=== design 1 ===
**Design 1: where the registers sit**

(4 px per um) Other sequential cells in the stronger grey, the rest of the logic in the fainter grey.
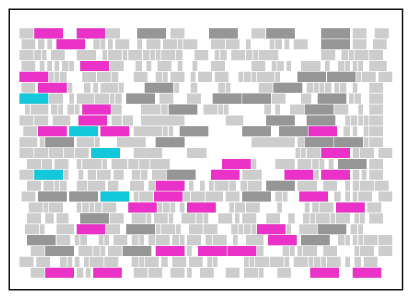

`src/rtl/ex2_ex3_pipe_reg.sv`:
```
// ---------------------------------------------------------------------------
// ex2_ex3_pipe_reg
//
// Pipeline register between the EX2 and EX3 stages of the MIPS datapath.
// It captures the EX2 results and control, and drives the EX3-side
// destination/write-enable pair that the EX2 forwarding unit compares
// against. RegWrite_EX3 is qualified so that a bubble or a write to $zero
// can never produce a forwarding match.
//
// Optional feature: define PIPE_PERF_CNT_EN to add the StallCycles and
// BubbleCount saturating performance counters (and their width parameter).
//
// Ports
//   Clk, Rst            rising-edge clock, synchronous active-high reset
//   Stall_EX3           hold the current contents
//   Flush_EX3           load a bubble (takes priority over Stall_EX3)
//   *_EX2               EX2 result, store data, destination and control
//   *_EX3               registered EX3 copies (control fields qualified)
//   StallCycles         edges spent stalled (PIPE_PERF_CNT_EN only)
//   BubbleCount         edges that loaded a bubble (PIPE_PERF_CNT_EN only)
// ---------------------------------------------------------------------------
module ex2_ex3_pipe_reg #(
    parameter int DATA_WIDTH     = 32,
    parameter int REG_ADDR_WIDTH = 5
`ifdef PIPE_PERF_CNT_EN
    ,
    parameter int PERF_CNT_WIDTH = 32
`endif
) (
    input  logic                      Clk,
    input  logic                      Rst,
    input  logic                      Stall_EX3,
    input  logic                      Flush_EX3,
    input  logic                      Valid_EX2,
    input  logic [DATA_WIDTH-1:0]     ALUResult_EX2,
    input  logic [DATA_WIDTH-1:0]     ReadData2_EX2,
    input  logic [REG_ADDR_WIDTH-1:0] RegDst1Result_EX2,
    input  logic                      RegWrite_EX2,
    input  logic                      MemRead_EX2,
    input  logic                      MemWrite_EX2,
    input  logic                      MemToReg_EX2,
    output logic                      Valid_EX3,
    output logic [DATA_WIDTH-1:0]     ALUResult_EX3,
    output logic [DATA_WIDTH-1:0]     ReadData2_EX3,
    output logic [REG_ADDR_WIDTH-1:0] RegDst1Result_EX3,
    output logic                      RegWrite_EX3,
    output logic                      MemRead_EX3,
    output logic                      MemWrite_EX3,
    output logic                      MemToReg_EX3
`ifdef PIPE_PERF_CNT_EN
    ,
    output logic [PERF_CNT_WIDTH-1:0] StallCycles,
    output logic [PERF_CNT_WIDTH-1:0] BubbleCount
`endif
);

    // A write to $zero is architecturally discarded, so it must never look
    // like a forwardable producer to the EX2 forwarding unit.
    logic dest_nonzero;
    assign dest_nonzero = (RegDst1Result_EX2 != '0);

    // Priority per edge: reset, then flush, then stall (hold), then load.
    // NOTE: sequential state is written with non-blocking assignments only,
    // so every register samples the pre-edge values of its sources.
    always_ff @(posedge Clk) begin
        if (Rst) begin
            // NOTE: the data fields are reset too; every EX3 output must
            // read as zero after reset, not just the control bits.
            Valid_EX3         <= 1'b0;
            ALUResult_EX3     <= '0;
            ReadData2_EX3     <= '0;
            RegDst1Result_EX3 <= '0;
            RegWrite_EX3      <= 1'b0;
            MemRead_EX3       <= 1'b0;
            MemWrite_EX3      <= 1'b0;
            MemToReg_EX3      <= 1'b0;
        end else if (Flush_EX3) begin
            // Bubble: kill every control bit and the destination. The data
            // fields are left as they were; they are don't-care in a bubble.
            Valid_EX3         <= 1'b0;
            RegDst1Result_EX3 <= '0;
            RegWrite_EX3      <= 1'b0;
            MemRead_EX3       <= 1'b0;
            MemWrite_EX3      <= 1'b0;
            MemToReg_EX3      <= 1'b0;
        end else if (!Stall_EX3) begin
            Valid_EX3         <= Valid_EX2;
            ALUResult_EX3     <= ALUResult_EX2;
            ReadData2_EX3     <= ReadData2_EX2;
            RegDst1Result_EX3 <= RegDst1Result_EX2;
            RegWrite_EX3      <= RegWrite_EX2 & Valid_EX2 & dest_nonzero;
            // Load and store are not arbitrated; both are passed as given.
            MemRead_EX3       <= MemRead_EX2 & Valid_EX2;
            MemWrite_EX3      <= MemWrite_EX2 & Valid_EX2;
            MemToReg_EX3      <= MemToReg_EX2;
        end
    end

`ifdef PIPE_PERF_CNT_EN
    // A stall edge only counts when it actually holds (a flush overrides it).
    // A bubble is any edge that loads Valid_EX3 = 0: a flush, or a normal
    // load of an invalid EX2 slot. Held stall edges load nothing.
    logic stall_event;
    logic bubble_event;
    assign stall_event  = Stall_EX3 & ~Flush_EX3;
    assign bubble_event = Flush_EX3 | (~Stall_EX3 & ~Valid_EX2);

    always_ff @(posedge Clk) begin
        if (Rst) begin
            StallCycles <= '0;
            BubbleCount <= '0;
        end else begin
            // Both counters saturate at all-ones instead of wrapping.
            if (stall_event && (StallCycles != '1))
                StallCycles <= StallCycles + PERF_CNT_WIDTH'(1);
            if (bubble_event && (BubbleCount != '1))
                BubbleCount <= BubbleCount + PERF_CNT_WIDTH'(1);
        end
    end
`endif

endmodule

```
`config.mk`:
```
export PLATFORM = sky130hd
export DESIGN_NAME = ex2_ex3_pipe_reg
export DESIGN_NICKNAME = d
export VERILOG_FILES = /design/src/rtl/ex2_ex3_pipe_reg.sv
export SDC_FILE = /design/constraint.sdc
export NUM_CORES = 1
export LEC_CHECK = 0
export CAP_MARGIN = 20
export CORE_ASPECT_RATIO = 0.7
export CORE_MARGIN = 2
export CORE_UTILIZATION = 42
export CTS_BUF_LIST = sky130_fd_sc_hd__clkbuf_4 sky130_fd_sc_hd__clkbuf_8
export DETAILED_ROUTE_END_ITERATION = 12
export GPL_TIMING_DRIVEN = 1
export HOLD_SLACK_MARGIN = 0.08
export PLACE_DENSITY = 0.91
export SLEW_MARGIN = 20
export SYNTH_ARGS = -nofsm -noshare
export SYNTH_HDL_FRONTEND = slang
export SYNTH_SLANG_ARGS = --single-unit
```
`constraint.sdc`:
```
create_clock -name Clk -period 1.9 [get_ports Clk]
set_clock_uncertainty 0.15 [all_clocks]
set_input_delay 0.475 -clock Clk [delete_from_list [all_inputs] [get_ports Clk]]
set_output_delay 0.475 -clock Clk [all_outputs]
set_load 0.01 [all_outputs]
```
=== design 2 ===
**src/rtl/decision_sequencer.sv**
```systemverilog
// Sequencer for the decision-tree classifier: issues start pulses, collects
// y/valid responses into saturating per-class counters, logs invalid codes
// and timeouts, and exposes all counters through a muxed read port.
module decision_sequencer #(
  parameter int CNT_W   = 16,
  parameter int RUN_W   = 8,
  parameter int TIMEOUT = 64
) (
  input  logic             clk,
  input  logic             reset,
  input  logic             run_i,
  input  logic [RUN_W-1:0] num_runs_i,
  output logic             start_o,
  input  logic [7:0]       y_i,
  input  logic             y_valid_i,
  output logic             busy_o,
  output logic             done_o,
  input  logic [2:0]       cnt_sel_i,
  output logic [CNT_W-1:0] cnt_o
);

  typedef enum logic [1:0] {IDLE, START, WAIT, DONE} state_t;

  // One extra bit keeps TIMEOUT-1 representable for any TIMEOUT >= 2.
  localparam int TMR_W = $clog2(TIMEOUT) + 1;
  localparam logic [TMR_W-1:0] TMR_LAST = TMR_W'(TIMEOUT - 1);

  state_t             state;
  logic [RUN_W-1:0]   num_runs;
  logic [RUN_W-1:0]   runs_done;
  logic [TMR_W-1:0]   timer;
  logic [CNT_W-1:0]   cnt [0:5];

  logic               accept;
  logic               timer_expired;
  logic               wait_evt;
  logic               last_run;
  logic               inc_en;
  logic [2:0]         inc_idx;

  // Event decode for the WAIT state and counter increment selection.
  always_comb begin
    accept        = (state == IDLE) && run_i;
    timer_expired = (timer == TMR_LAST);
    wait_evt      = y_valid_i || timer_expired;
    // Wider compare so runs_done+1 cannot wrap at the top of the range.
    last_run      = (({1'b0, runs_done} + (RUN_W+1)'(1)) == {1'b0, num_runs});
    inc_en        = (state == WAIT) && wait_evt;
    inc_idx       = 3'd5;
    if (y_valid_i) begin
      // A valid response always wins over a coincident timeout.
      case (y_i)
        8'd1:    inc_idx = 3'd0;
        8'd2:    inc_idx = 3'd1;
        8'd3:    inc_idx = 3'd2;
        8'd4:    inc_idx = 3'd3;
        default: inc_idx = 3'd4;
      endcase
    end
  end

  // Main sequencing FSM with registered start/busy/done outputs.
  always_ff @(posedge clk) begin
    if (reset) begin
      state     <= IDLE;
      start_o   <= 1'b0;
      busy_o    <= 1'b0;
      done_o    <= 1'b0;
      num_runs  <= '0;
      runs_done <= '0;
      timer     <= '0;
    end else begin
      start_o <= 1'b0;
      done_o  <= 1'b0;
      case (state)
        IDLE: begin
          if (run_i) begin
            runs_done <= '0;
            if (num_runs_i != '0) begin
              num_runs <= num_runs_i;
              state    <= START;
              start_o  <= 1'b1;
              busy_o   <= 1'b1;
            end else begin
              // Zero-length command completes without touching the classifier.
              state  <= DONE;
              done_o <= 1'b1;
              busy_o <= 1'b0;
            end
          end
        end
        START: begin
          timer  <= '0;
          state  <= WAIT;
          busy_o <= 1'b1;
        end
        WAIT: begin
          if (wait_evt) begin
            runs_done <= runs_done + 1'b1;
            if (last_run) begin
              state  <= DONE;
              done_o <= 1'b1;
              busy_o <= 1'b0;
            end else begin
              state   <= START;
              start_o <= 1'b1;
            end
          end else begin
            timer <= timer + 1'b1;
          end
        end
        DONE: begin
          busy_o <= 1'b0;
          state  <= IDLE;
        end
        default: state <= IDLE;
      endcase
    end
  end

  // Six saturating result counters, cleared on reset or on an accepted command.
  generate
    for (genvar gi = 0; gi < 6; gi++) begin : g_cnt
      always_ff @(posedge clk) begin
        if (reset || accept) begin
          cnt[gi] <= '0;
        end else if (inc_en && (inc_idx == 3'(gi)) && (cnt[gi] != {CNT_W{1'b1}})) begin
          cnt[gi] <= cnt[gi] + 1'b1;
        end
      end
    end
  endgenerate

  // Counter read mux; unused selects read as zero.
  always_comb begin
    cnt_o = '0;
    case (cnt_sel_i)
      3'd0:    cnt_o = cnt[0];
      3'd1:    cnt_o = cnt[1];
      3'd2:    cnt_o = cnt[2];
      3'd3:    cnt_o = cnt[3];
      3'd4:    cnt_o = cnt[4];
      3'd5:    cnt_o = cnt[5];
      default: cnt_o = '0;
    endcase
  end

endmodule

```
**config.mk**
```make
export PLATFORM = sky130hd
export DESIGN_NAME = decision_sequencer
export DESIGN_NICKNAME = d
export VERILOG_FILES = /design/src/rtl/decision_sequencer.sv
export SDC_FILE = /design/constraint.sdc
export NUM_CORES = 1
export LEC_CHECK = 0
export ABC_AREA = 0
export CORE_UTILIZATION = 60
export DETAILED_ROUTE_END_ITERATION = 10
export PLACE_DENSITY_LB_ADDON = 0.05
export REMOVE_ABC_BUFFERS = 1
export SLEW_MARGIN = 20
export SYNTH_ARGS = -nofsm -noshare
export SYNTH_HDL_FRONTEND = slang
export SYNTH_SLANG_ARGS = --single-unit
export TNS_END_PERCENT = 10
```
**constraint.sdc**
```tcl
create_clock -name clk -period 3.39 [get_ports clk]
set_input_delay 0.339 -clock clk [delete_from_list [all_inputs] [get_ports clk]]
set_output_delay 0.339 -clock clk [all_outputs]
set_load 0.01 [all_outputs]
```
=== design 3 ===
## config.mk

```make
export PLATFORM = sky130hd
export DESIGN_NAME = mds_pipe
export DESIGN_NICKNAME = d
export VERILOG_FILES = /design/src/rtl/mds_pipe.sv
export SDC_FILE = /design/constraint.sdc
export NUM_CORES = 1
export LEC_CHECK = 0
export ABC_AREA = 1
export CAP_MARGIN = 5
export CORE_ASPECT_RATIO = 0.7
export CORE_MARGIN = 4
export CORE_UTILIZATION = 39
export CTS_CLUSTER_DIAMETER = 50
export DETAILED_ROUTE_END_ITERATION = 8
export PLACE_DENSITY = 0.79
export SLEW_MARGIN = 20
export SYNTH_ARGS = -nofsm -noshare
export SYNTH_HDL_FRONTEND = slang
export SYNTH_SLANG_ARGS = --single-unit
export TNS_END_PERCENT = 20
```

## constraint.sdc

```tcl
create_clock -name clk -period 1.6 [get_ports clk]
set_clock_uncertainty 0.05 [all_clocks]
set_input_delay 0.48 -clock clk [delete_from_list [all_inputs] [get_ports clk]]
set_output_delay 0.48 -clock clk [all_outputs]
set_load 0.05 [all_outputs]
```

## src/rtl/mds_pipe.sv

```systemverilog
// Memory data register with a timed multi-channel bus read and an output
// select mux. Encoding of dbg_state: 0 = IDLE, 1 = WAIT, 2 = DONE.
module mds_pipe #(
    parameter int WIDTH   = 32,
    parameter int NSRC    = 2,
    parameter int TIMEOUT = 255,
    localparam int SW     = (NSRC > 1) ? $clog2(NSRC) : 1
) (
    input  logic                  clk,
    input  logic                  reset_n,
    input  logic [WIDTH-1:0]      ob,
    input  logic                  mdsel,
    input  logic                  memdrive,
    input  logic                  loadmd,
    input  logic [SW-1:0]         src_sel,
    input  logic                  loadob,
    input  logic [NSRC*WIDTH-1:0] bus_data,
    input  logic [NSRC-1:0]       bus_valid,
    output logic [NSRC-1:0]       bus_ready,
    output logic [WIDTH-1:0]      md,
    output logic                  md_par,
    output logic [WIDTH-1:0]      mds,
    output logic                  busy,
    output logic                  md_done,
    output logic                  nxm,
    output logic [1:0]            dbg_state
);

    // Bus handshake: a read on channel c completes on the rising edge where
    // bus_ready[c] and bus_valid[c] are both 1; bus_ready is only raised in WAIT.
    typedef enum logic [1:0] {
        IDLE = 2'd0,
        WAIT = 2'd1,
        DONE = 2'd2
    } state_e;

    localparam logic [15:0] TO = 16'(TIMEOUT);

    state_e           state_q, state_d;
    logic [WIDTH-1:0] md_q, md_d;
    logic [15:0]      cnt_q, cnt_d;
    logic [SW-1:0]    cur_src_q, cur_src_d;
    logic             nxm_q, nxm_d;
    logic             sel_valid;
    logic [WIDTH-1:0] sel_data;

    always_ff @(posedge clk) begin
        if (!reset_n) begin
            state_q   <= IDLE;
            md_q      <= '0;
            cnt_q     <= '0;
            cur_src_q <= '0;
            nxm_q     <= 1'b0;
        end else begin
            state_q   <= state_d;
            md_q      <= md_d;
            cnt_q     <= cnt_d;
            cur_src_q <= cur_src_d;
            nxm_q     <= nxm_d;
        end
    end

    // An out-of-range cur_src matches no channel, so it can only end in a timeout.
    always_comb begin
        sel_valid = 1'b0;
        sel_data  = '0;
        for (int i = 0; i < NSRC; i++) begin
            if (int'(cur_src_q) == i) begin
                sel_valid = bus_valid[i];
                sel_data  = bus_data[i*WIDTH +: WIDTH];
            end
        end
    end

    always_comb begin
        state_d   = state_q;
        md_d      = md_q;
        cnt_d     = cnt_q;
        cur_src_d = cur_src_q;
        nxm_d     = 1'b0;
        bus_ready = '0;
        case (state_q)
            IDLE: begin
                if (loadob) md_d = ob;
                if (loadmd) begin
                    cur_src_d = src_sel;
                    cnt_d     = '0;
                    state_d   = WAIT;
                end
            end
            WAIT: begin
                for (int i = 0; i < NSRC; i++) begin
                    bus_ready[i] = (int'(cur_src_q) == i);
                end
                // A handshake on the timeout cycle still completes the read.
                if (sel_valid) begin
                    md_d    = sel_data;
                    state_d = DONE;
                end else if (cnt_q == TO) begin
                    state_d = IDLE;
                    nxm_d   = 1'b1;
                end else begin
                    cnt_d = cnt_q + 16'd1;
                end
            end
            DONE:    state_d = IDLE;
            default: state_d = IDLE;
        endcase
    end

    assign md        = md_q;
    assign md_par    = ~^md_q;
    assign mds       = mdsel ? ob : (memdrive ? md_q : '0);
    assign busy      = (state_q == WAIT);
    assign md_done   = (state_q == DONE);
    assign nxm       = nxm_q;
    assign dbg_state = state_q;

endmodule
```

**Design 2: routed clock nets over the placement**

(4 px per um)
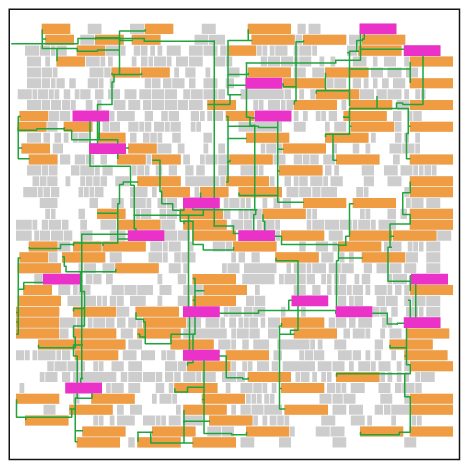
orange -> flip-flops  # count 124
magenta -> clock drivers  # count 17
green -> clock wires  # length 1580 um
routed clock nets = 18
flops lie = spread over the die
Worst Skew: 0.005997 ns
Clock Power Share: 0.434

==> changes_impl.md, design 2 <==
### Metrics

- CTS tree: yes
- Net Switching: 1.166 mW
- CP max FO: 17
- Root buffer cell: clkbuf_16
- Port buffer count: 41
- NumNets Final: 823
- Number of global-route vias before repair: 5727
- Worst IR Drop VDD: 0.3749 mV
- Buf/Inv on CP: 2
- Top delay family on crit path: buffers and inverters
- Top comb family, area: simple AND/OR/NAND/NOR gates
- Max frequency: 328.3 MHz
- Worst slew pin tran: 0.7265 ns
- Slowest stage delay, CP: 0.87 ns
- DP HPWL: 12.77 mm
- Crit Path Category: primary input to output pin
- Yosys simple share: 0.2400
- Failing checks: DRC
- Yosys warning count: 0
- Placed cells: 915
- Max Slew Vio Count: 0
- Final Routed Wirelength: between 15 and 20 mm
- Unique cell types: 58
- Synth Cell Area: 0.007282 mm^2
- CP Cell Sequence: clkdlybuf4s50_1 > nand2b_1 > nor2_1 > nand2_1 > o221ai_1 > clkdlybuf4s50_1
- Compound Share, Synth: 0.07337
- Overflow after GRT: 0
- Outcome: finished with violations
- Post-layout util: 0.7289
- # DRC: 3
- Fin worst setup slack: 0.3437 ns
- Mean Syn Cell Area: just under 10 um^2
- Post-route ant nets: 0
- Clk power: roughly 1.9 mW
- Hold_buf cts: 0
- Ys flops: about 120
- Area taken by flip-flops and latches: 0.003443 mm^2
- Most frequent cells in the layout: nor2_1 (146), edfxtp_1 (96), xor2_1 (64), nand2_1 (63), nand3_1 (43)
- Init Core Util: 0.6270
- Global Route Usage Sum: 0.2962
- Synth async-reset ratio: 0
- Layout cells sized above 1: 0.08571
- Logic pwr share: 0.120
- Max-area cell share: 0.3959
- Largest net degree at the start of global routing: 24
- Number of CTS-inserted buffers: 17
[design 2: layer usage]
metal / share of wire / track usage / vias to the layer above
li1: - / - / 2767
met1: 0.42 / 0.3712 / 2787
met2: 0.47 / 0.4754 / 265
met3: 0.072 / 0.06425 / 45
met4: 0.038 / 0.1742 / 0
met5: 0 / 0 / -
[design 2: final cells by class]
class                      instances  area share
clock inverter                    14     0.02291
clock buffer                      18     0.05188
tap                              143     0.02114
multi-input combinational        576      0.4286
timing repair buffer              56     0.06119
sequential                       124      0.4067
inverter                          17    0.007538
[design 2: flip-flops by register name, summed over array words and instances (netlist names)]
register / cells
start_o: 1
runs_done: 8
num_runs: 8
state: 2
busy_o: 1
cnt: 96
done_o: 1
timer: 7
[design 2: worst paths after layout]
path	start	endpoint	slack (ns)	cells after the start
setup / recovery	cnt_sel_i[1]	cnt_o[14]	0.34	6
hold reg to reg	timer[6]	timer[6]	0.45	2
hold / removal	timer[6]	timer[6]	0.45	2
setup reg to reg	timer[0]	cnt[5][10]	0.73	7
[design 2: tightest hold or removal path, cell delays in order, from the launching register on]
cell and delay [ns]:
dfxtp_1 0.31, nand2_1 0.06, a31oi_1 0.03
**Design 1: routed clock nets over the placement**

(6 px per um)
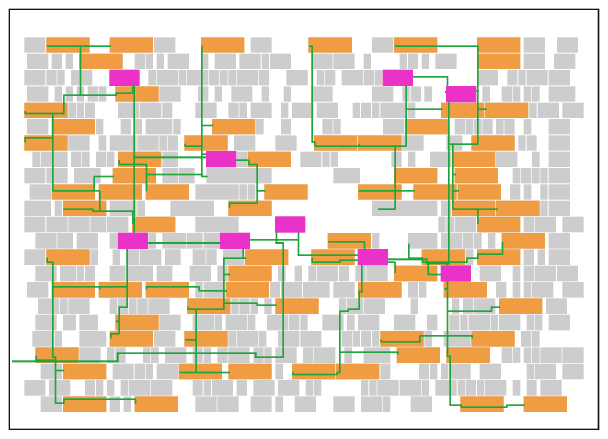
magenta -> clock drivers  # count 9
green -> clock wires  # length 819 um
orange -> flip-flops  # count 74
flops lie = spread over the die
routed clock nets = 10

Notes on 'where the registers sit' of design 1 above:
magenta -> ALUResult_EX3  # flops 32, where spread over the die
cyan -> RegDst1Result_EX3  # flops 5, where middle left
not coloured = 37

==> changes_impl.md, design 1 <==
### Metrics

- Critical Path AT: approximately 1.2 ns
- Hold path start: Rst
- Largest net degree at the start of global routing: 42
- Overflow after GRT: 0
- Clock transition at path regs: approximately 0.070 ns
- Worst Setup SP: ReadData2_EX3[22]
- Synth Cell Area: 0.002595 mm^2
- Comb gates: 219
- Hold slack: roughly 0.29 ns
- DP HPWL: 5.569 mm
- Worst IR Drop VDD: 0.5160 mV
- WL met3: 654 um
- Slowest cell on crit path: clkdlybuf4s50_1
- Worst Hold Path EP: ReadData2_EX3[2]
- Most frequent cells in the layout: clkdlybuf4s50_1 (136), nand2_1 (129), dfxtp_1 (74), a21oi_1 (65), dlymetal6s2s_1 (14)
- Leading area contributor after synthesis: dfxtp_1
- Ys flops: 74
- Yosys warning count: 0
- CP Cell Sequence: clkdlybuf4s50_1
- Met3 GRT Util: 0.08367
- Area delta synth->final: 70.83%
- CTS tree: yes
- Unique cell types: 17
- FFs & Latches: 74
- Startpoint types: flip-flop
- FILL cells: around 430
- Outcome: complete, no violations
- Max frequency: 538.7 MHz
- Clock buffer cells: 11
- Vias per cell: 4.782
- Area of the core: between 0.005 and 0.006 mm^2
- PnR Total Power: 3.513 mW
- Reg2reg end: MemWrite_EX3
[design 1: registers in the layout (all words and copies together), names as in the netlist]
register	cells
RegDst1Result_EX3	5
ALUResult_EX3	32
ReadData2_EX3	32
Valid_EX3	1
RegWrite_EX3	1
MemToReg_EX3	1
MemWrite_EX3	1
MemRead_EX3	1
[design 1: Yosys cell counts]
library cell    n
or2_2           1
nand2_1       129
nand3_1         1
buf_4           1
o2111ai_1       1
nor2_1         10
mux2i_1         6
a21oi_1        65
clkbuf_1        8
nor2_4          1
dfxtp_1        74
a22oi_1         2
buf_2           7
nor2b_1         1
buf_6           6
or4_1           1
or2_1           1
[design 1: metrics by stage]
step           setup WS (ns)  cell area [um^2]
2_1_floorplan         0.4247              2595
3_3_place_gp        -0.02198              4175
3_5_place_dp         -0.1007              4175
4_1_cts              0.01047              4398
5_1_grt            0.0003019              4433
6_report             0.04352              4433
[design 1: power by group]
part	internal, mW	switching, mW	total [mW]
clock	0.786	0.552	1.34
sequential	1.62	0.0341	1.65
combinational	0.314	0.208	0.522
**Design 3: where the registers sit**

(4 px per um) Other sequential cells in the stronger grey, the rest of the logic in the fainter grey.
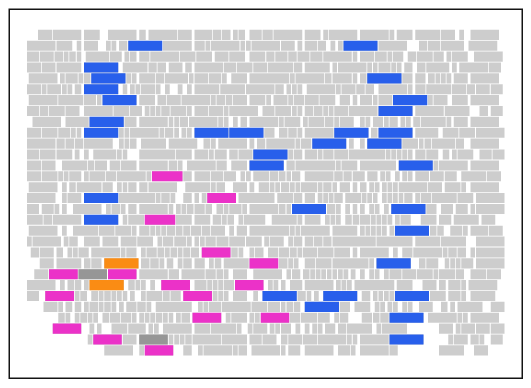
orange -> dbg_state  # flops 2
magenta -> cnt_q  # flops 16
blue -> md  # flops 32
not coloured = 2

**Design 3: power grid**

(3 px per um) Pins as bars on the die edge.
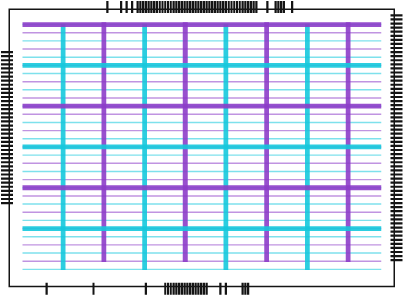
cyan -> VSS
purple -> VDD
met5 straps = 6
met4 straps = 8
signal pins = 177
DIE WIDTH: 127.9 um
Worst IR Drop VDD: 0.5837 mV
area of the core: 0.009759 mm^2
die height: 91.90 um

==> changes_impl.md, design 3 <==
### Metrics

- Clock sink count: 52
- Layout Cells excl Fill: 1086
- Hold_buf cts: 0
- Final Routed Wirelength: about 27 mm
- CP Cell Sequence: inv_2 > nand2_1 > nand2_1 > nand2_1 > nand2_2 > nand2_2 > nand2_4 > inv_4 > nand2_4 > nand2_4 > nand2_4 > nand2_4 > buf_12
- Rows: 30
- Crit path depth: 13
- Area delta synth->final: 126.2%
- Number of global-route vias before repair: 6374
- Layout cells sized above 1: 0.4368
- Synth Cell Area: 0.003921 mm^2
- Place WS: -0.6078 ns
- Outcome: finished with violations
- Final-report hold violation count: 0
- Clk buf depth: 2
- Global Route Usage Sum: 0.3513
- Reg2reg end: cnt_q[4]
- Count of library flops with an enable pin: 0
- Slowest stage delay, CP: 0.37 ns
- Chip area: 0.01175 mm^2
- Failing checks: setup timing
- Yosys top cell by instances: nand2_1
- Hold path start: cnt_q[14]
- # setup viols final: 79
- Synth async-reset ratio: 0
- Post-route minimum period: between 2 and 2.5 ns
- First-pass GRT wire length: 32.87 mm
- Top comb family, area: simple AND/OR/NAND/NOR gates
- Fin worst setup slack: -0.7893 ns
- Compound Share, Synth: 0.1417
- Top delay family on crit path: simple AND/OR/NAND/NOR gates
- GPL Wtd Cong: about 0.90
==> design 3: routing by layer <==
metal,global-route usage,share of wire
met1,0.4170,0.33
met2,0.5958,0.45
met3,0.06985,0.13
met4,0.1873,0.096
met5,0,0.0011
==> design 3: cell usage in the layout (no fill, tap or decap), types with 7 or more instances in the layout <==
master and instances:
buf_12 87, nor2_1 26, nand2_2 78, a41oi_1 24, dfxtp_4 34, a41oi_2 8, buf_4 54, clkbuf_16 7
inv_1 39, nand3_1 11, inv_2 19, nand2_1 258, dfxtp_1 16, nand3_4 32, a21oi_1 18, o21ai_0 14
dlygate4sd2_1 31, clkdlybuf4s50_1 68, nand2_4 47, buf_6 19, o21ai_1 22
==> design 3: layout make-up <==
| type | count | area, um^2 |
|---|---|---|
| fill | 379 | 889.6 |
| clock inverter | 2 | 33.78 |
| timing repair buffer | 269 | 3526 |
| inverter | 62 | 256.5 |
| sequential | 52 | 1171 |
| antenna | 1 | 2.502 |
| tap | 128 | 160.2 |
| multi-input combinational | 566 | 3581 |
| clock buffer | 6 | 138.9 |
==> design 3: power by group <==
group	switching, mW	internal [mW]	total [mW]
Combinational	2.64	1.86	4.49
Clock	0.541	0.779	1.32
Sequential	0.168	1.42	1.59

==> notes/layouts.md <==
Pictures saved along the way, in no particular order.

Routing congestion.
panel A
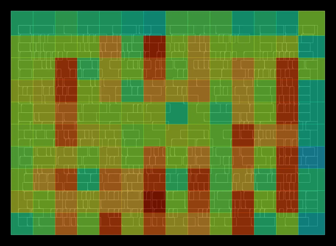
panel B
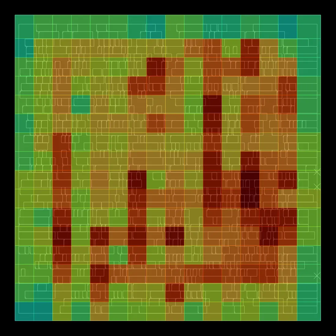
panel C
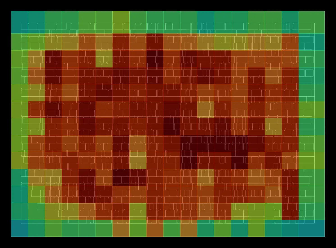
For design 2, see panel B.
For design 3, see panel C.
For design 1, see panel A.


=== design 4 ===
--- src/rtl/mem_bus_pkg.sv ---
// rtl/mem_bus_pkg.sv - shared types and constants for the data memory responder
package mem_bus_pkg;

    typedef enum logic [1:0] {
        ST_IDLE = 2'd0,
        ST_WAIT = 2'd1,
        ST_RESP = 2'd2
    } state_e;

    localparam int WORD_BYTES = 2;
    localparam int WAIT_CNT_W = 4;

endpackage

--- src/rtl/mem_word_ram.sv ---
// rtl/mem_word_ram.sv - word RAM, one byte-lane-enabled sync write port, one sync read port
//
// Ports:
//   clk, rst_n          clock, async active-low reset (read register only)
//   wr_be / wr_addr /   per-lane write enables, word address, write data
//   wr_data
//   rd_en / rd_addr     read strobe and word address
//   rd_data             registered read data, held between reads
module mem_word_ram #(
    parameter int AW    = 7,
    parameter int DW    = 16,
    parameter int LANES = 2
) (
    input  logic             clk,
    input  logic             rst_n,
    input  logic [LANES-1:0] wr_be,
    input  logic [AW-1:0]    wr_addr,
    input  logic [DW-1:0]    wr_data,
    input  logic             rd_en,
    input  logic [AW-1:0]    rd_addr,
    output logic [DW-1:0]    rd_data
);

    logic [DW-1:0] mem_q [2**AW];
    logic [DW-1:0] rd_data_q;

    // Array contents are deliberately not reset so a loaded image survives rst_n.
    always_ff @(posedge clk) begin
        for (int i = 0; i < LANES; i++) begin
            if (wr_be[i]) begin
                mem_q[wr_addr][i*8 +: 8] <= wr_data[i*8 +: 8];
            end
        end
    end

    always_ff @(posedge clk or negedge rst_n) begin
        if (!rst_n) begin
            rd_data_q <= '0;
        end else if (rd_en) begin
            rd_data_q <= mem_q[rd_addr];
        end
    end

    assign rd_data = rd_data_q;

endmodule

--- src/rtl/data_mem_responder.sv ---
// rtl/data_mem_responder.sv - CPU memory bus responder with wait states and byte loader
//
// Ports:
//   clk, rst_n                    clock, async active-low reset
//   mem_req/mem_we/mem_addr/      bus request (level), write flag, byte address,
//   mem_in                        full-word write data
//   mem_out/mem_ready             read data (held), one-cycle response strobe
//   ld_clear/ld_valid/ld_byte/    loader pointer clear, byte stream in,
//   ld_ready                      byte-accept indication
module data_mem_responder
    import mem_bus_pkg::*;
#(
    parameter int ADDR_W      = 8,
    parameter int DATA_W      = 16,
    parameter int WAIT_STATES = 1
) (
    input  logic              clk,
    input  logic              rst_n,
    input  logic              mem_req,
    input  logic              mem_we,
    input  logic [ADDR_W-1:0] mem_addr,
    input  logic [DATA_W-1:0] mem_in,
    output logic [DATA_W-1:0] mem_out,
    output logic              mem_ready,
    input  logic              ld_clear,
    input  logic              ld_valid,
    input  logic [7:0]        ld_byte,
    output logic              ld_ready
);

    localparam int WADDR_W = ADDR_W - 1;

    state_e                  state_q, state_d;
    logic [WAIT_CNT_W-1:0]   cnt_q, cnt_d;
    logic                    req_we_q, req_we_d;
    logic [WADDR_W-1:0]      req_addr_q, req_addr_d;
    logic [DATA_W-1:0]       req_data_q, req_data_d;
    logic [ADDR_W-1:0]       ld_ptr_q, ld_ptr_d;

    logic                    acc_go;
    logic                    acc_we;
    logic [WADDR_W-1:0]      acc_addr;
    logic [DATA_W-1:0]       acc_data;

    logic [WORD_BYTES-1:0]   ram_be;
    logic [WADDR_W-1:0]      ram_waddr;
    logic [DATA_W-1:0]       ram_wdata;
    logic                    ram_rd_en;
    logic                    ld_ready_c;

    always_comb begin
        state_d    = state_q;
        cnt_d      = cnt_q;
        req_we_d   = req_we_q;
        req_addr_d = req_addr_q;
        req_data_d = req_data_q;
        acc_go     = 1'b0;
        acc_we     = req_we_q;
        acc_addr   = req_addr_q;
        acc_data   = req_data_q;

        case (state_q)
            ST_IDLE: begin
                if (mem_req) begin
                    req_we_d   = mem_we;
                    req_addr_d = mem_addr[ADDR_W-1:1];
                    req_data_d = mem_in;
                    if (WAIT_STATES > 0) begin
                        state_d = ST_WAIT;
                        cnt_d   = WAIT_CNT_W'(WAIT_STATES - 1);
                    end else begin
                        // No wait states: access on this edge straight from the bus.
                        state_d  = ST_RESP;
                        acc_go   = 1'b1;
                        acc_we   = mem_we;
                        acc_addr = mem_addr[ADDR_W-1:1];
                        acc_data = mem_in;
                    end
                end
            end
            ST_WAIT: begin
                if (cnt_q == '0) begin
                    state_d = ST_RESP;
                    acc_go  = 1'b1;
                end else begin
                    cnt_d = cnt_q - 1'b1;
                end
            end
            ST_RESP: begin
                state_d = ST_IDLE;
            end
            default: begin
                state_d = ST_IDLE;
            end
        endcase
    end

    // Loader only runs in IDLE with no bus request, so it never collides
    // with a bus access on the single RAM write port.
    assign ld_ready_c = (state_q == ST_IDLE) & ~mem_req & ~ld_clear;

    always_comb begin
        ld_ptr_d  = ld_ptr_q;
        ram_be    = '0;
        ram_waddr = acc_addr;
        ram_wdata = acc_data;
        ram_rd_en = 1'b0;

        if (ld_clear) begin
            ld_ptr_d = '0;
        end else if (ld_valid && ld_ready_c) begin
            ld_ptr_d  = ld_ptr_q + 1'b1;
            ram_be    = ld_ptr_q[0] ? 2'b10 : 2'b01;
            ram_waddr = ld_ptr_q[ADDR_W-1:1];
            ram_wdata = {WORD_BYTES{ld_byte}};
        end

        if (acc_go) begin
            if (acc_we) begin
                ram_be = '1;
            end else begin
                ram_rd_en = 1'b1;
            end
        end
    end

    always_ff @(posedge clk or negedge rst_n) begin
        if (!rst_n) begin
            state_q    <= ST_IDLE;
            cnt_q      <= '0;
            req_we_q   <= 1'b0;
            req_addr_q <= '0;
            req_data_q <= '0;
            ld_ptr_q   <= '0;
        end else begin
            state_q    <= state_d;
            cnt_q      <= cnt_d;
            req_we_q   <= req_we_d;
            req_addr_q <= req_addr_d;
            req_data_q <= req_data_d;
            ld_ptr_q   <= ld_ptr_d;
        end
    end

    mem_word_ram #(
        .AW    (WADDR_W),
        .DW    (DATA_W),
        .LANES (WORD_BYTES)
    ) u_ram (
        .clk     (clk),
        .rst_n   (rst_n),
        .wr_be   (ram_be),
        .wr_addr (ram_waddr),
        .wr_data (ram_wdata),
        .rd_en   (ram_rd_en),
        .rd_addr (acc_addr),
        .rd_data (mem_out)
    );

    assign mem_ready = (state_q == ST_RESP);
    assign ld_ready  = ld_ready_c;

endmodule

--- config.mk ---
export PLATFORM = sky130hd
export DESIGN_NAME = data_mem_responder
export DESIGN_NICKNAME = d
export VERILOG_FILES = /design/src/rtl/mem_bus_pkg.sv /design/src/rtl/mem_word_ram.sv /design/src/rtl/data_mem_responder.sv
export SDC_FILE = /design/constraint.sdc
export NUM_CORES = 2
export LEC_CHECK = 0
export CAP_MARGIN = 25
export CORE_MARGIN = 4
export CORE_UTILIZATION = 40
export DETAILED_ROUTE_END_ITERATION = 8
export RECOVER_POWER = 100
export SYNTH_ARGS = -nofsm -noshare
export SYNTH_HDL_FRONTEND = slang
export SYNTH_HIERARCHICAL = 1
export SYNTH_SLANG_ARGS = --single-unit
--- constraint.sdc ---
create_clock -name clk -period 3.5 [get_ports clk]
set_clock_uncertainty 0.05 [all_clocks]
set_input_delay 0.35 -clock clk [delete_from_list [all_inputs] [get_ports clk]]
set_output_delay 0.35 -clock clk [all_outputs]
set_load 0.01 [all_outputs]
=== design 5 ===
===== src/rtl/s2_pkg.sv =====
// Shared S2 select definitions: lane constants and the {A1|B1, A0&B0} select function
// used by both the S2 mux and the S2 demux.
package s2_pkg;

  localparam logic [1:0] SEL_D0 = 2'b00;
  localparam logic [1:0] SEL_D1 = 2'b01;
  localparam logic [1:0] SEL_D2 = 2'b10;
  localparam logic [1:0] SEL_D3 = 2'b11;

  function automatic logic [1:0] s2_sel(input logic a1, input logic b1,
                                        input logic a0, input logic b0);
    return {a1 | b1, a0 & b0};
  endfunction

endpackage


===== src/rtl/s2_lane.sv =====
// One-entry holding register with valid/ready drain; a write in the same cycle as a drain
// replaces the word without a bubble.
module s2_lane #(
  parameter int N = 1
) (
  input  logic         clk,
  input  logic         rst_n,
  input  logic         clr,
  input  logic         wr_en,
  input  logic [N-1:0] wr_data,
  input  logic         rd_ready,
  output logic [N-1:0] data,
  output logic         valid,
  output logic         full_block
);

  logic [N-1:0] r_data;
  logic         r_valid;

  always_ff @(posedge clk or negedge rst_n) begin
    if (!rst_n) begin
      r_data  <= '0;
      r_valid <= 1'b0;
    end else if (clr) begin
      r_data  <= '0;
      r_valid <= 1'b0;
    end else if (wr_en) begin
      r_data  <= wr_data;
      r_valid <= 1'b1;
    end else if (r_valid && rd_ready) begin
      r_valid <= 1'b0;
    end
  end

  assign data       = r_data;
  assign valid      = r_valid;
  assign full_block = r_valid & ~rd_ready;

endmodule


===== src/rtl/s2_demux_reg.sv =====
// Registered 1-to-4 demultiplexer steered by the S2 select logic; each lane is a
// one-entry register with its own handshake, optional overwrite-and-count on full lanes.
module s2_demux_reg
  import s2_pkg::*;
#(
  parameter int N     = 1,
  parameter int DROP  = 0,
  parameter int CNT_W = 4
) (
  input  logic             clk,
  input  logic             rst_n,
  input  logic             clr,
  input  logic [N-1:0]     din,
  input  logic             in_valid,
  output logic             in_ready,
  input  logic             A1,
  input  logic             B1,
  input  logic             A0,
  input  logic             B0,
  output logic [N-1:0]     out0,
  output logic [N-1:0]     out1,
  output logic [N-1:0]     out2,
  output logic [N-1:0]     out3,
  output logic [3:0]       out_valid,
  input  logic [3:0]       out_ready,
  output logic [CNT_W-1:0] ovf_cnt
);

  logic [1:0]   w_sel;
  logic         w_accept;
  logic [3:0]   w_wr_en;
  logic [3:0]   w_full_block;
  logic [N-1:0] w_data [4];

  assign w_sel    = s2_sel(A1, B1, A0, B0);
  assign w_accept = in_valid & in_ready;

  generate
    if (DROP != 0) begin : g_drop_ready
      assign in_ready = ~clr;
    end else begin : g_bp_ready
      assign in_ready = ~clr & ~w_full_block[w_sel];
    end
  endgenerate

  generate
    for (genvar gi = 0; gi < 4; gi++) begin : g_lane
      assign w_wr_en[gi] = w_accept & (w_sel == 2'(gi));

      s2_lane #(.N(N)) u_lane (
        .clk        (clk),
        .rst_n      (rst_n),
        .clr        (clr),
        .wr_en      (w_wr_en[gi]),
        .wr_data    (din),
        .rd_ready   (out_ready[gi]),
        .data       (w_data[gi]),
        .valid      (out_valid[gi]),
        .full_block (w_full_block[gi])
      );
    end
  endgenerate

  assign out0 = w_data[SEL_D0];
  assign out1 = w_data[SEL_D1];
  assign out2 = w_data[SEL_D2];
  assign out3 = w_data[SEL_D3];

  generate
    if (DROP != 0) begin : g_ovf
      localparam logic [CNT_W-1:0] OVF_MAX = '1;
      logic [CNT_W-1:0] r_ovf_cnt;

      // An overflow is an accept landing on a lane whose word is not being taken this cycle.
      always_ff @(posedge clk or negedge rst_n) begin
        if (!rst_n) begin
          r_ovf_cnt <= '0;
        end else if (clr) begin
          r_ovf_cnt <= '0;
        end else if (w_accept && w_full_block[w_sel] && r_ovf_cnt != OVF_MAX) begin
          r_ovf_cnt <= r_ovf_cnt + 1'b1;
        end
      end

      assign ovf_cnt = r_ovf_cnt;
    end else begin : g_no_ovf
      assign ovf_cnt = '0;
    end
  endgenerate

endmodule


===== config.mk =====
export PLATFORM = sky130hd
export DESIGN_NAME = s2_demux_reg
export DESIGN_NICKNAME = d
export VERILOG_FILES = /design/src/rtl/s2_pkg.sv /design/src/rtl/s2_lane.sv /design/src/rtl/s2_demux_reg.sv
export SDC_FILE = /design/constraint.sdc
export NUM_CORES = 1
export LEC_CHECK = 0
export CAP_MARGIN = 10
export CORE_MARGIN = 3
export CORE_UTILIZATION = 35
export DETAILED_ROUTE_END_ITERATION = 8
export HOLD_SLACK_MARGIN = 0.02
export MAX_ROUTING_LAYER = met4
export PLACE_DENSITY = 0.73
export SYNTH_ARGS = -nofsm -noshare
export SYNTH_HDL_FRONTEND = slang
export SYNTH_SLANG_ARGS = --single-unit
export TNS_END_PERCENT = 20

===== constraint.sdc =====
create_clock -name clk -period 2.1 [get_ports clk]
set_clock_uncertainty 0.2 [all_clocks]
set_input_delay 0.42 -clock clk [delete_from_list [all_inputs] [get_ports clk]]
set_output_delay 0.42 -clock clk [all_outputs]
set_load 0.02 [all_outputs]

=== design 6 ===
$ cat src/rtl/debug_reg_snapshot.sv
// debug_reg_snapshot
// Frame-coherent shadow of the CPU register file for the VGA debug screen.
// A capture walks the CPU read port through every register under a
// request/grant handshake. The debug screen reads the shadow combinationally,
// so everything it shows in one frame comes from a single snapshot.
//
// state | meaning
// ------+-----------------------------------------------------------
// IDLE  | waiting for a vsync edge or snap_req; CPU port untouched
// READ  | cpu_req high, one shadow entry written per grant
// DONE  | one-cycle completion pulse, capture counter advances
module debug_reg_snapshot #(
  parameter int   REG_COUNT    = 32,
  parameter int   DATA_W       = 32,
  parameter logic VSYNC_ACTIVE = 1'b0
) (
  input  logic              clk,
  input  logic              reset,
  input  logic              vsync,
  input  logic              freeze,
  input  logic              snap_req,
  output logic              cpu_req,
  output logic [4:0]        cpu_addr,
  input  logic              cpu_gnt,
  input  logic [DATA_W-1:0] cpu_data,
  input  logic [4:0]        regAddr,
  output logic [DATA_W-1:0] regData,
  output logic              snap_busy,
  output logic              snap_done,
  output logic [15:0]       snap_count,
  output logic              overrun
);

  localparam logic [4:0] LAST_ADDR = 5'(REG_COUNT - 1);

  typedef enum logic [1:0] {IDLE, READ, DONE} state_t;

  state_t            state_q;
  logic              vsync_q;
  logic [4:0]        addr_q;
  logic              cpu_req_q;
  logic              busy_q;
  logic              done_q;
  logic [15:0]       count_q;
  logic              overrun_q;
  logic [DATA_W-1:0] shadow_q [REG_COUNT];

  logic              trigger;
  logic              shadow_we;

  // Inactive-to-active vsync transition or a manual request starts a capture.
  assign trigger   = ((vsync == VSYNC_ACTIVE) && (vsync_q != VSYNC_ACTIVE)) || snap_req;
  assign shadow_we = (state_q == READ) && cpu_gnt;

  // Capture sequencer with registered handshake and status outputs.
  always_ff @(posedge clk) begin
    if (reset) begin
      state_q   <= IDLE;
      vsync_q   <= ~VSYNC_ACTIVE;
      addr_q    <= '0;
      cpu_req_q <= 1'b0;
      busy_q    <= 1'b0;
      done_q    <= 1'b0;
      count_q   <= '0;
      overrun_q <= 1'b0;
    end else begin
      vsync_q <= vsync;
      // Triggers during a capture are dropped, not queued; remember that it happened.
      if (trigger && (state_q != IDLE)) overrun_q <= 1'b1;
      case (state_q)
        IDLE: begin
          if (trigger && !freeze) begin
            state_q   <= READ;
            addr_q    <= '0;
            cpu_req_q <= 1'b1;
            busy_q    <= 1'b1;
          end
        end
        READ: begin
          if (cpu_gnt) begin
            if (addr_q == LAST_ADDR) begin
              state_q   <= DONE;
              cpu_req_q <= 1'b0;
              done_q    <= 1'b1;
            end else begin
              addr_q <= addr_q + 5'd1;
            end
          end
        end
        DONE: begin
          state_q <= IDLE;
          done_q  <= 1'b0;
          busy_q  <= 1'b0;
          count_q <= count_q + 16'd1;
        end
        default: begin
          state_q   <= IDLE;
          cpu_req_q <= 1'b0;
          busy_q    <= 1'b0;
          done_q    <= 1'b0;
        end
      endcase
    end
  end

  // Shadow storage; a reset mid-capture discards the partial snapshot.
  always_ff @(posedge clk) begin
    if (reset) begin
      for (int i = 0; i < REG_COUNT; i++) shadow_q[i] <= '0;
    end else if (shadow_we) begin
      shadow_q[addr_q] <= cpu_data;
    end
  end

  assign regData    = shadow_q[regAddr];
  assign cpu_req    = cpu_req_q;
  assign cpu_addr   = addr_q;
  assign snap_busy  = busy_q;
  assign snap_done  = done_q;
  assign snap_count = count_q;
  assign overrun    = overrun_q;

endmodule
$ cat config.mk
export PLATFORM = sky130hd
export DESIGN_NAME = debug_reg_snapshot
export DESIGN_NICKNAME = d
export VERILOG_FILES = /design/src/rtl/debug_reg_snapshot.sv
export SDC_FILE = /design/constraint.sdc
export NUM_CORES = 1
export LEC_CHECK = 0
export CAP_MARGIN = 30
export CORE_MARGIN = 2
export CORE_UTILIZATION = 65
export CTS_BUF_LIST = sky130_fd_sc_hd__clkbuf_4
export CTS_CLUSTER_SIZE = 12
export DETAILED_ROUTE_END_ITERATION = 10
export DONT_BUFFER_PORTS = 1
export PLACE_DENSITY = 0.89
export SLEW_MARGIN = 0
export SYNTH_ARGS = -nofsm -noshare
export SYNTH_HDL_FRONTEND = slang
export SYNTH_SLANG_ARGS = --single-unit
$ cat constraint.sdc
create_clock -name clk -period 2.4 [get_ports clk]
set_clock_uncertainty 0.05 [all_clocks]
set_input_delay 0.36 -clock clk [delete_from_list [all_inputs] [get_ports clk]]
set_output_delay 0.36 -clock clk [all_outputs]
set_load 0.1 [all_outputs]

==> gallery <==
Cell classes on the final placement.
picture 1
(12 px per um) Fill, decap, tap and diode cells in grey.
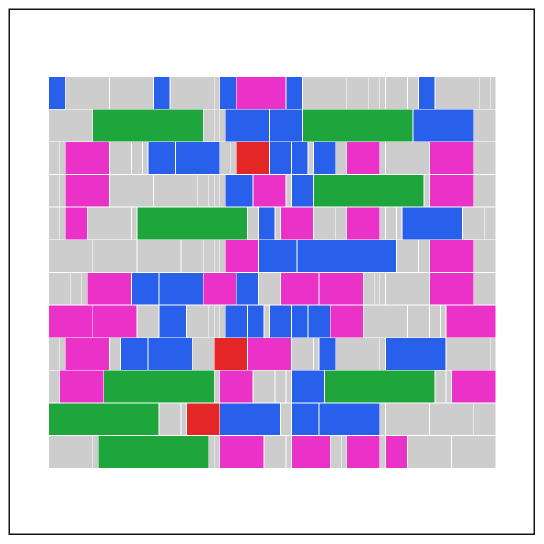
picture 2
(1 px per um) Fill, decap, tap and diode cells in grey.
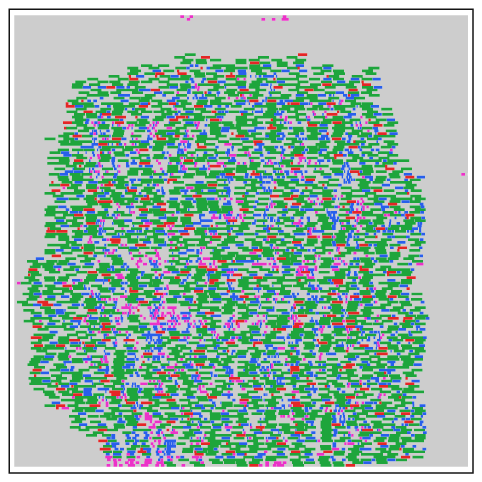
picture 3
(1.5 px per um) Fill, decap, tap and diode cells in grey.
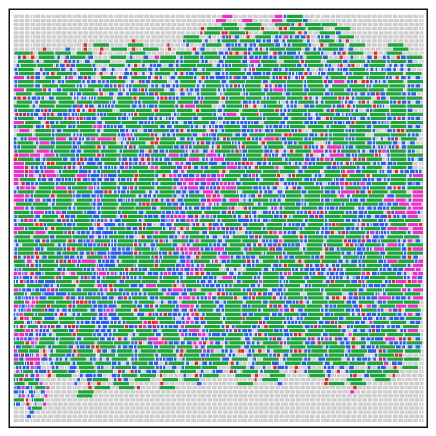
Picture 2 is design 4.
Picture 1 is design 5.
Picture 3 is design 6.
Of these, smallest die: picture 1

**Design 6: routed clock nets over the placement**

(2 px per um)
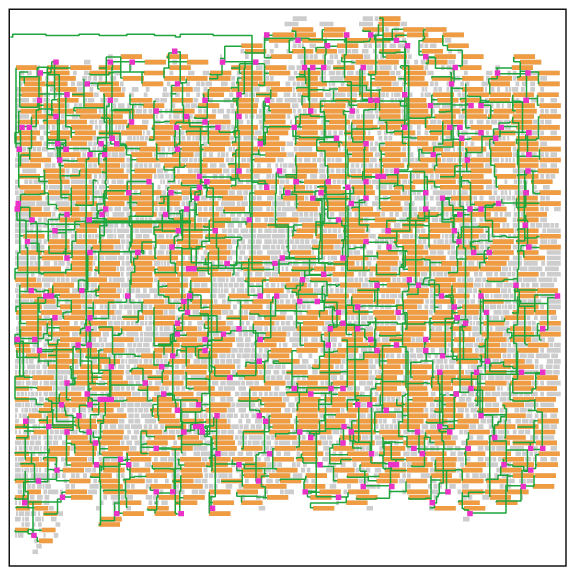
magenta -> clock drivers  # count 284
orange -> flip-flops  # count 1052
green -> clock wires  # length 14100 um
routed clock nets = 285
flops lie = spread over the die
Latency at later pin: 1.13 ns
Clk power: 14.9 mW

==> changes_impl.md, design 6 <==
### Metrics

- Outcome: finished with violations
- Failing checks: hold timing, slew limit, setup timing
- Relative slew margins: -0.04658
- Logic inverters: 3
- Hold slack: -0.002767 ns
- Rows: 100
- Yosys chip area: around 0.05 mm^2
- CP Cell Sequence: mux2i_1 > a21oi_1 > a31oi_2 > nand3_2 > buf_12
- Post-route minimum period: between 3 and 4 ns
- Worst slew pin tran: 1.570 ns
- Fin worst setup slack: -0.7352 ns
- PnR Total Power: 40.01 mW
- Max Slew Vio Count: 56
- Buf/Inv on CP: 1
- # setup viols final: 32
- Final-report hold violation count: 1
[design 6: logic make-up (layout without fill, tap and decap cells)]
| family | Yosys count | after routing | synth area share |
|---|---|---|---|
| muxes | 513 | 513 | 0.1055 |
| buffers and inverters | 333 | 745 | 0.03025 |
| xor gates and xnor gates | 15 | 15 | 0.002699 |
| AOI/OAI and AO/OA | 303 | 303 | 0.04215 |
| adders and majority gates | 6 | 6 | 0.001542 |
| DFF | 1052 | 1052 | 0.6432 |
| other | 0 | 6 | 0 |
| and+or+nand+nor | 1403 | 1403 | 0.1747 |
[design 6: repair_timing]
item                       4_1_cts  5_1_grt
setup buffers                    0        1
hold endpoints to repair      2076        0
setup endpoints to repair       32       38
resized                         69       28
pin swaps                       37       34
hold buffers                    70        0
gates cloned                     0        0
[design 6: registers in the layout (all words and copies together), names as in the netlist]
name and flops:
snap_done 1, state_q 2, snap_count 16, vsync_q 1, cpu_req 1, snap_busy 1, overrun 1, cpu_addr 5
shadow_q 1024
[design 6: where the power goes]
group	internal (mW)	total (mW)	leakage, nW	switching (mW)
combinational	1.46	4.07	9.61	2.60
sequential	20.8	21.1	10.4	0.251
clock	7.53	14.9	1.93	7.33
total	29.8	40.0	21.9	10.2
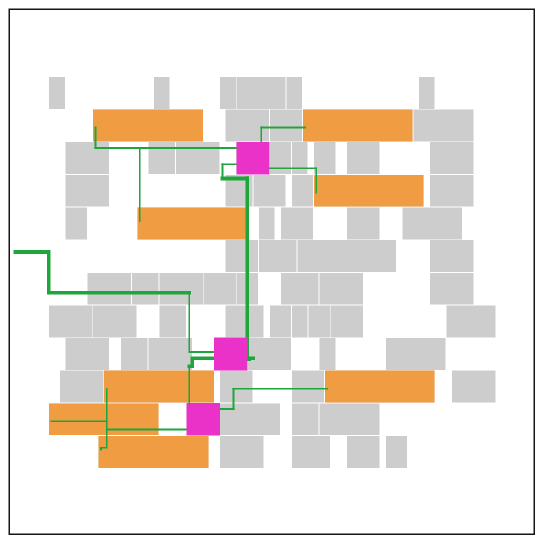
**Above:** design 5 (routed clock nets over the placement).
(12 px per um)
orange -> flip-flops  # count 8
green -> clock wires  # length 121 um
magenta -> clock drivers  # count 3
routed clock nets = 4
Clk power: 0.121 mW
Latency at later pin: 0.25 ns

==> changes_impl.md, design 5 <==
### Metrics

- Top delay family on crit path: multiplexers
- Setup TNS: 0 ns
- Vias per cell: 4.670
- # DRC: 0
- Global Route Usage Sum: 0.1362
- CTS tree: yes
- Final Routed Wirelength: 1.132 mm
- Layout Cells excl Fill: just over 90
- Post-route minimum period: approximately 2.1 ns
- # Cells Yosys: 50
- Final-report hold violation count: 0
- Number of CTS-inserted buffers: 3
- Met3 GRT Util: 0.02490
- DIE WIDTH: around 44 um
- Largest net degree at the start of global routing: 10
- Worst Hold Class: primary input to asynchronous set/reset pin
- Die height: around 44 um
- Outcome: complete, no violations
- R2r worst-path depth: 4
- First-pass GRT wire length: around 1.8 mm
- Clk buf depth: 2
- Top comb family, area: simple AND/OR/NAND/NOR gates
- Area taken by flip-flops and latches: between 200 and 250 um^2
- Mean Syn Cell Area: between 9 and 10 um^2
- Overflow after GRT: 0
[design 5: layout make-up]
class                      instances  share of cell area
multi-input combinational         36              0.3430
tap                               14             0.02265
clock buffer                       3             0.02913
sequential                         8              0.2589
timing repair buffer              30              0.3463
[design 5: worst register-to-register path, cell delays in order (launching register included)]
cell and delay, ns:
dfrtp_1 0.40, nand2b_4 0.08, buf_4 0.10, and3_2 0.17
mux2i_1 0.18
[design 5: synthesized netlist by cell type (all sizes together)]
library cell | n | share of area
and3 | 2 | 0.028
nor2b | 1 | 0.028
dfrtp | 8 | 0.40
a21oi | 4 | 0.040
a21boi | 1 | 0.015
conb | 1 | 0.0076
buf | 8 | 0.12
nand3 | 3 | 0.030
mux4 | 1 | 0.045
nand2b | 9 | 0.13
or2 | 1 | 0.018
clkbuf | 1 | 0.0076
mux2i | 4 | 0.081
nor2 | 1 | 0.0076
nand2 | 5 | 0.038
[design 5: logic make-up after synthesis]
logic type / Yosys count
compound gates: 5
buf+inv: 9
flops: 8
mux: 5
other cells: 1
simple gates: 22
[design 5: state kept, by name (all words and copies together) (netlist names)]
register             cells
g_lane.u_lane.data       4
g_lane.u_lane.valid      4
**Design 4: routed clock nets over the placement**

(1 px per um)
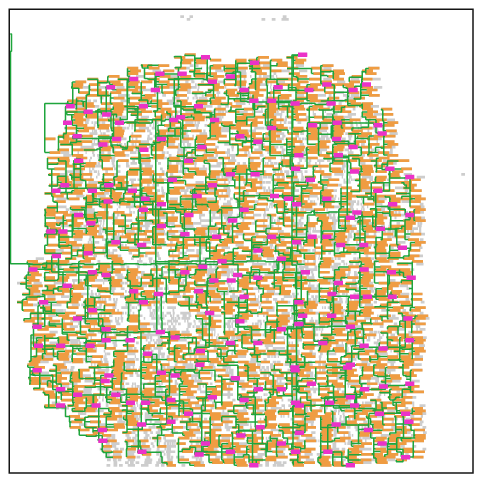
magenta -> clock drivers  # count 211
orange -> flip-flops  # count 2102
green -> clock wires  # length 23.6 mm
flops lie = spread over the die
routed clock nets = 212

**Design 4: where the registers sit**

(1 px per um) Other sequential cells in the stronger grey, the rest of the logic in the fainter grey.
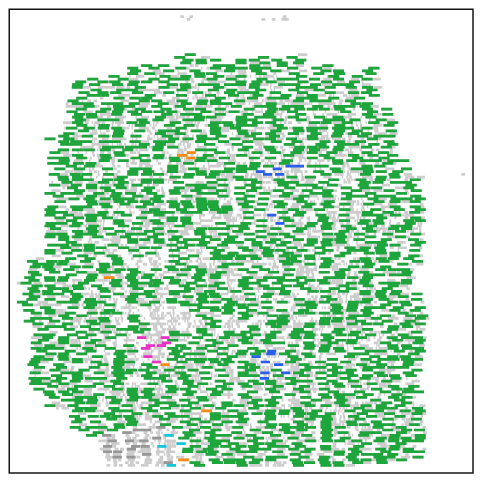
cyan -> cnt_q  # flops 4
orange -> req_addr_q  # flops 7
green -> u_ram/mem_q  # flops 2048, where spread over the die
blue -> u_ram/rd_data  # flops 16
magenta -> ld_ptr_q  # flops 8

==> changes_impl.md, design 4 <==
### Metrics

- FILL cells: 17255
- Chip area: approximately 0.21 mm^2
- # DRC: 0
- Mean Syn Cell Area: 19.39 um^2
- Vias per cell: 5.648
- Pwr dens: 849.6 mW/mm^2
- Top cells by count, synth: edfxtp_1 (2048), mux2i_1 (437), nor2_1 (331)
- Worst IR Drop VDD: ~0.80 mV
- Post-layout util: 0.4693
- Worst Hold Class: primary input to flip-flop
- Unique cell types: 57
- Post-CTS setup buffers: 0
- Hold path start: mem_in[12]
- NumNets Final: 4939
- I/O pins: 56
- Outcome: finished with violations
- Most frequent logic cell in the layout: edfxtp_1
- CP max FO: 9
- Max-Cap Viols: 2
- Post-synth seq share: 0.7618
- Clk power: between 20 and 25 mW
- Int Pwr: 54.12 mW
- Failing checks: capacitance limit, slew limit
- Max Slew Vio Count: 55
- Post-route ant nets: 0
- Dominant Register Cell: edfxtp_1
- Final instance area: 0.09612 mm^2
- Buf/Inv on CP: 5
- Max frequency: 294.4 MHz
- CP endpoint kind: flip-flop
- Clock transition at path regs: 0.06 ns
- Startpoint types: flip-flop
- Worst Hold Path EP: req_data_q[12]
- Yosys top cell by instances: edfxtp_1
- Synth async-reset ratio: 0.02569
- Relative slew margins: -0.2470
- Count of library flops with an enable pin: 2048
- Global Route Usage Sum: 0.2036
design 4: routing by layer:
layer	up-vias	routed length (um)	track usage
met5	-	19	0
met4	2	7180	0.06719
met3	347	15060	0.03415
met2	1690	105800	0.3312
met1	23163	90110	0.2804
li1	18676	-	-
design 4: final cells by class:
type                       instances  area (um^2)  share of cell area
clock inverter                   115         1197             0.01246
antenna                            6        15.01           0.0001562
clock buffer                     275         5634             0.05862
tap                             2688         3363             0.03499
multi-input combinational       1882        18090              0.1882
timing repair buffer             683         4886             0.05083
inverter                          18        68.82           0.0007160
sequential                      2102        62870              0.6541
design 4: logic make-up (layout without fill, tap and decap cells):
logic type / Yosys count / count (layout) / synth area share
other: 0 / 6 / 0
buffers and inverters: 270 / 1091 / 0.01946
and+or+nand+nor: 634 / 634 / 0.03242
DFF: 2102 / 2102 / 0.7618
AOI/OAI and AO/OA: 432 / 432 / 0.03676
adders and majority gates: 3 / 3 / 0.0004550
muxes: 813 / 813 / 0.1491
design 4: flip-flops by register name, summed over array words and instances, names as in the netlist:
signal and cells:
req_addr_q 7, u_ram/mem_q 2048, cnt_q 4, req_we_q 1
ld_ptr_q 8, state_q 2, u_ram/rd_data 16, req_data_q 16


==> screenshots <==
Routing congestion.
shot_01.png
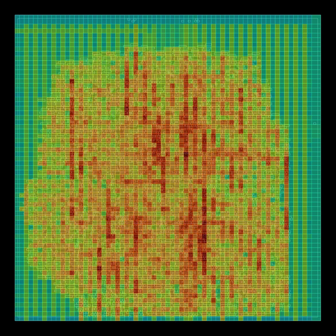
shot_02.png
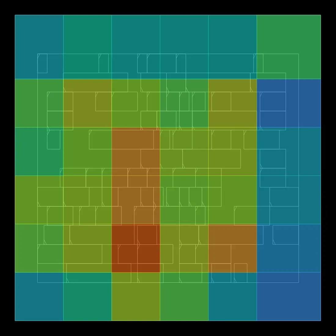
shot_03.png
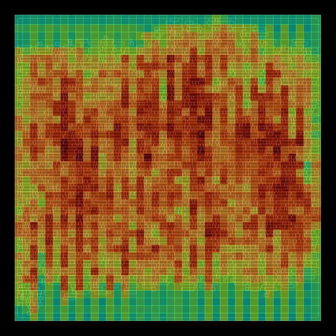
shot_02.png comes from design 5.
shot_01.png comes from design 4.
shot_03.png comes from design 6.

Power is estimated from default activity; no workload was simulated.
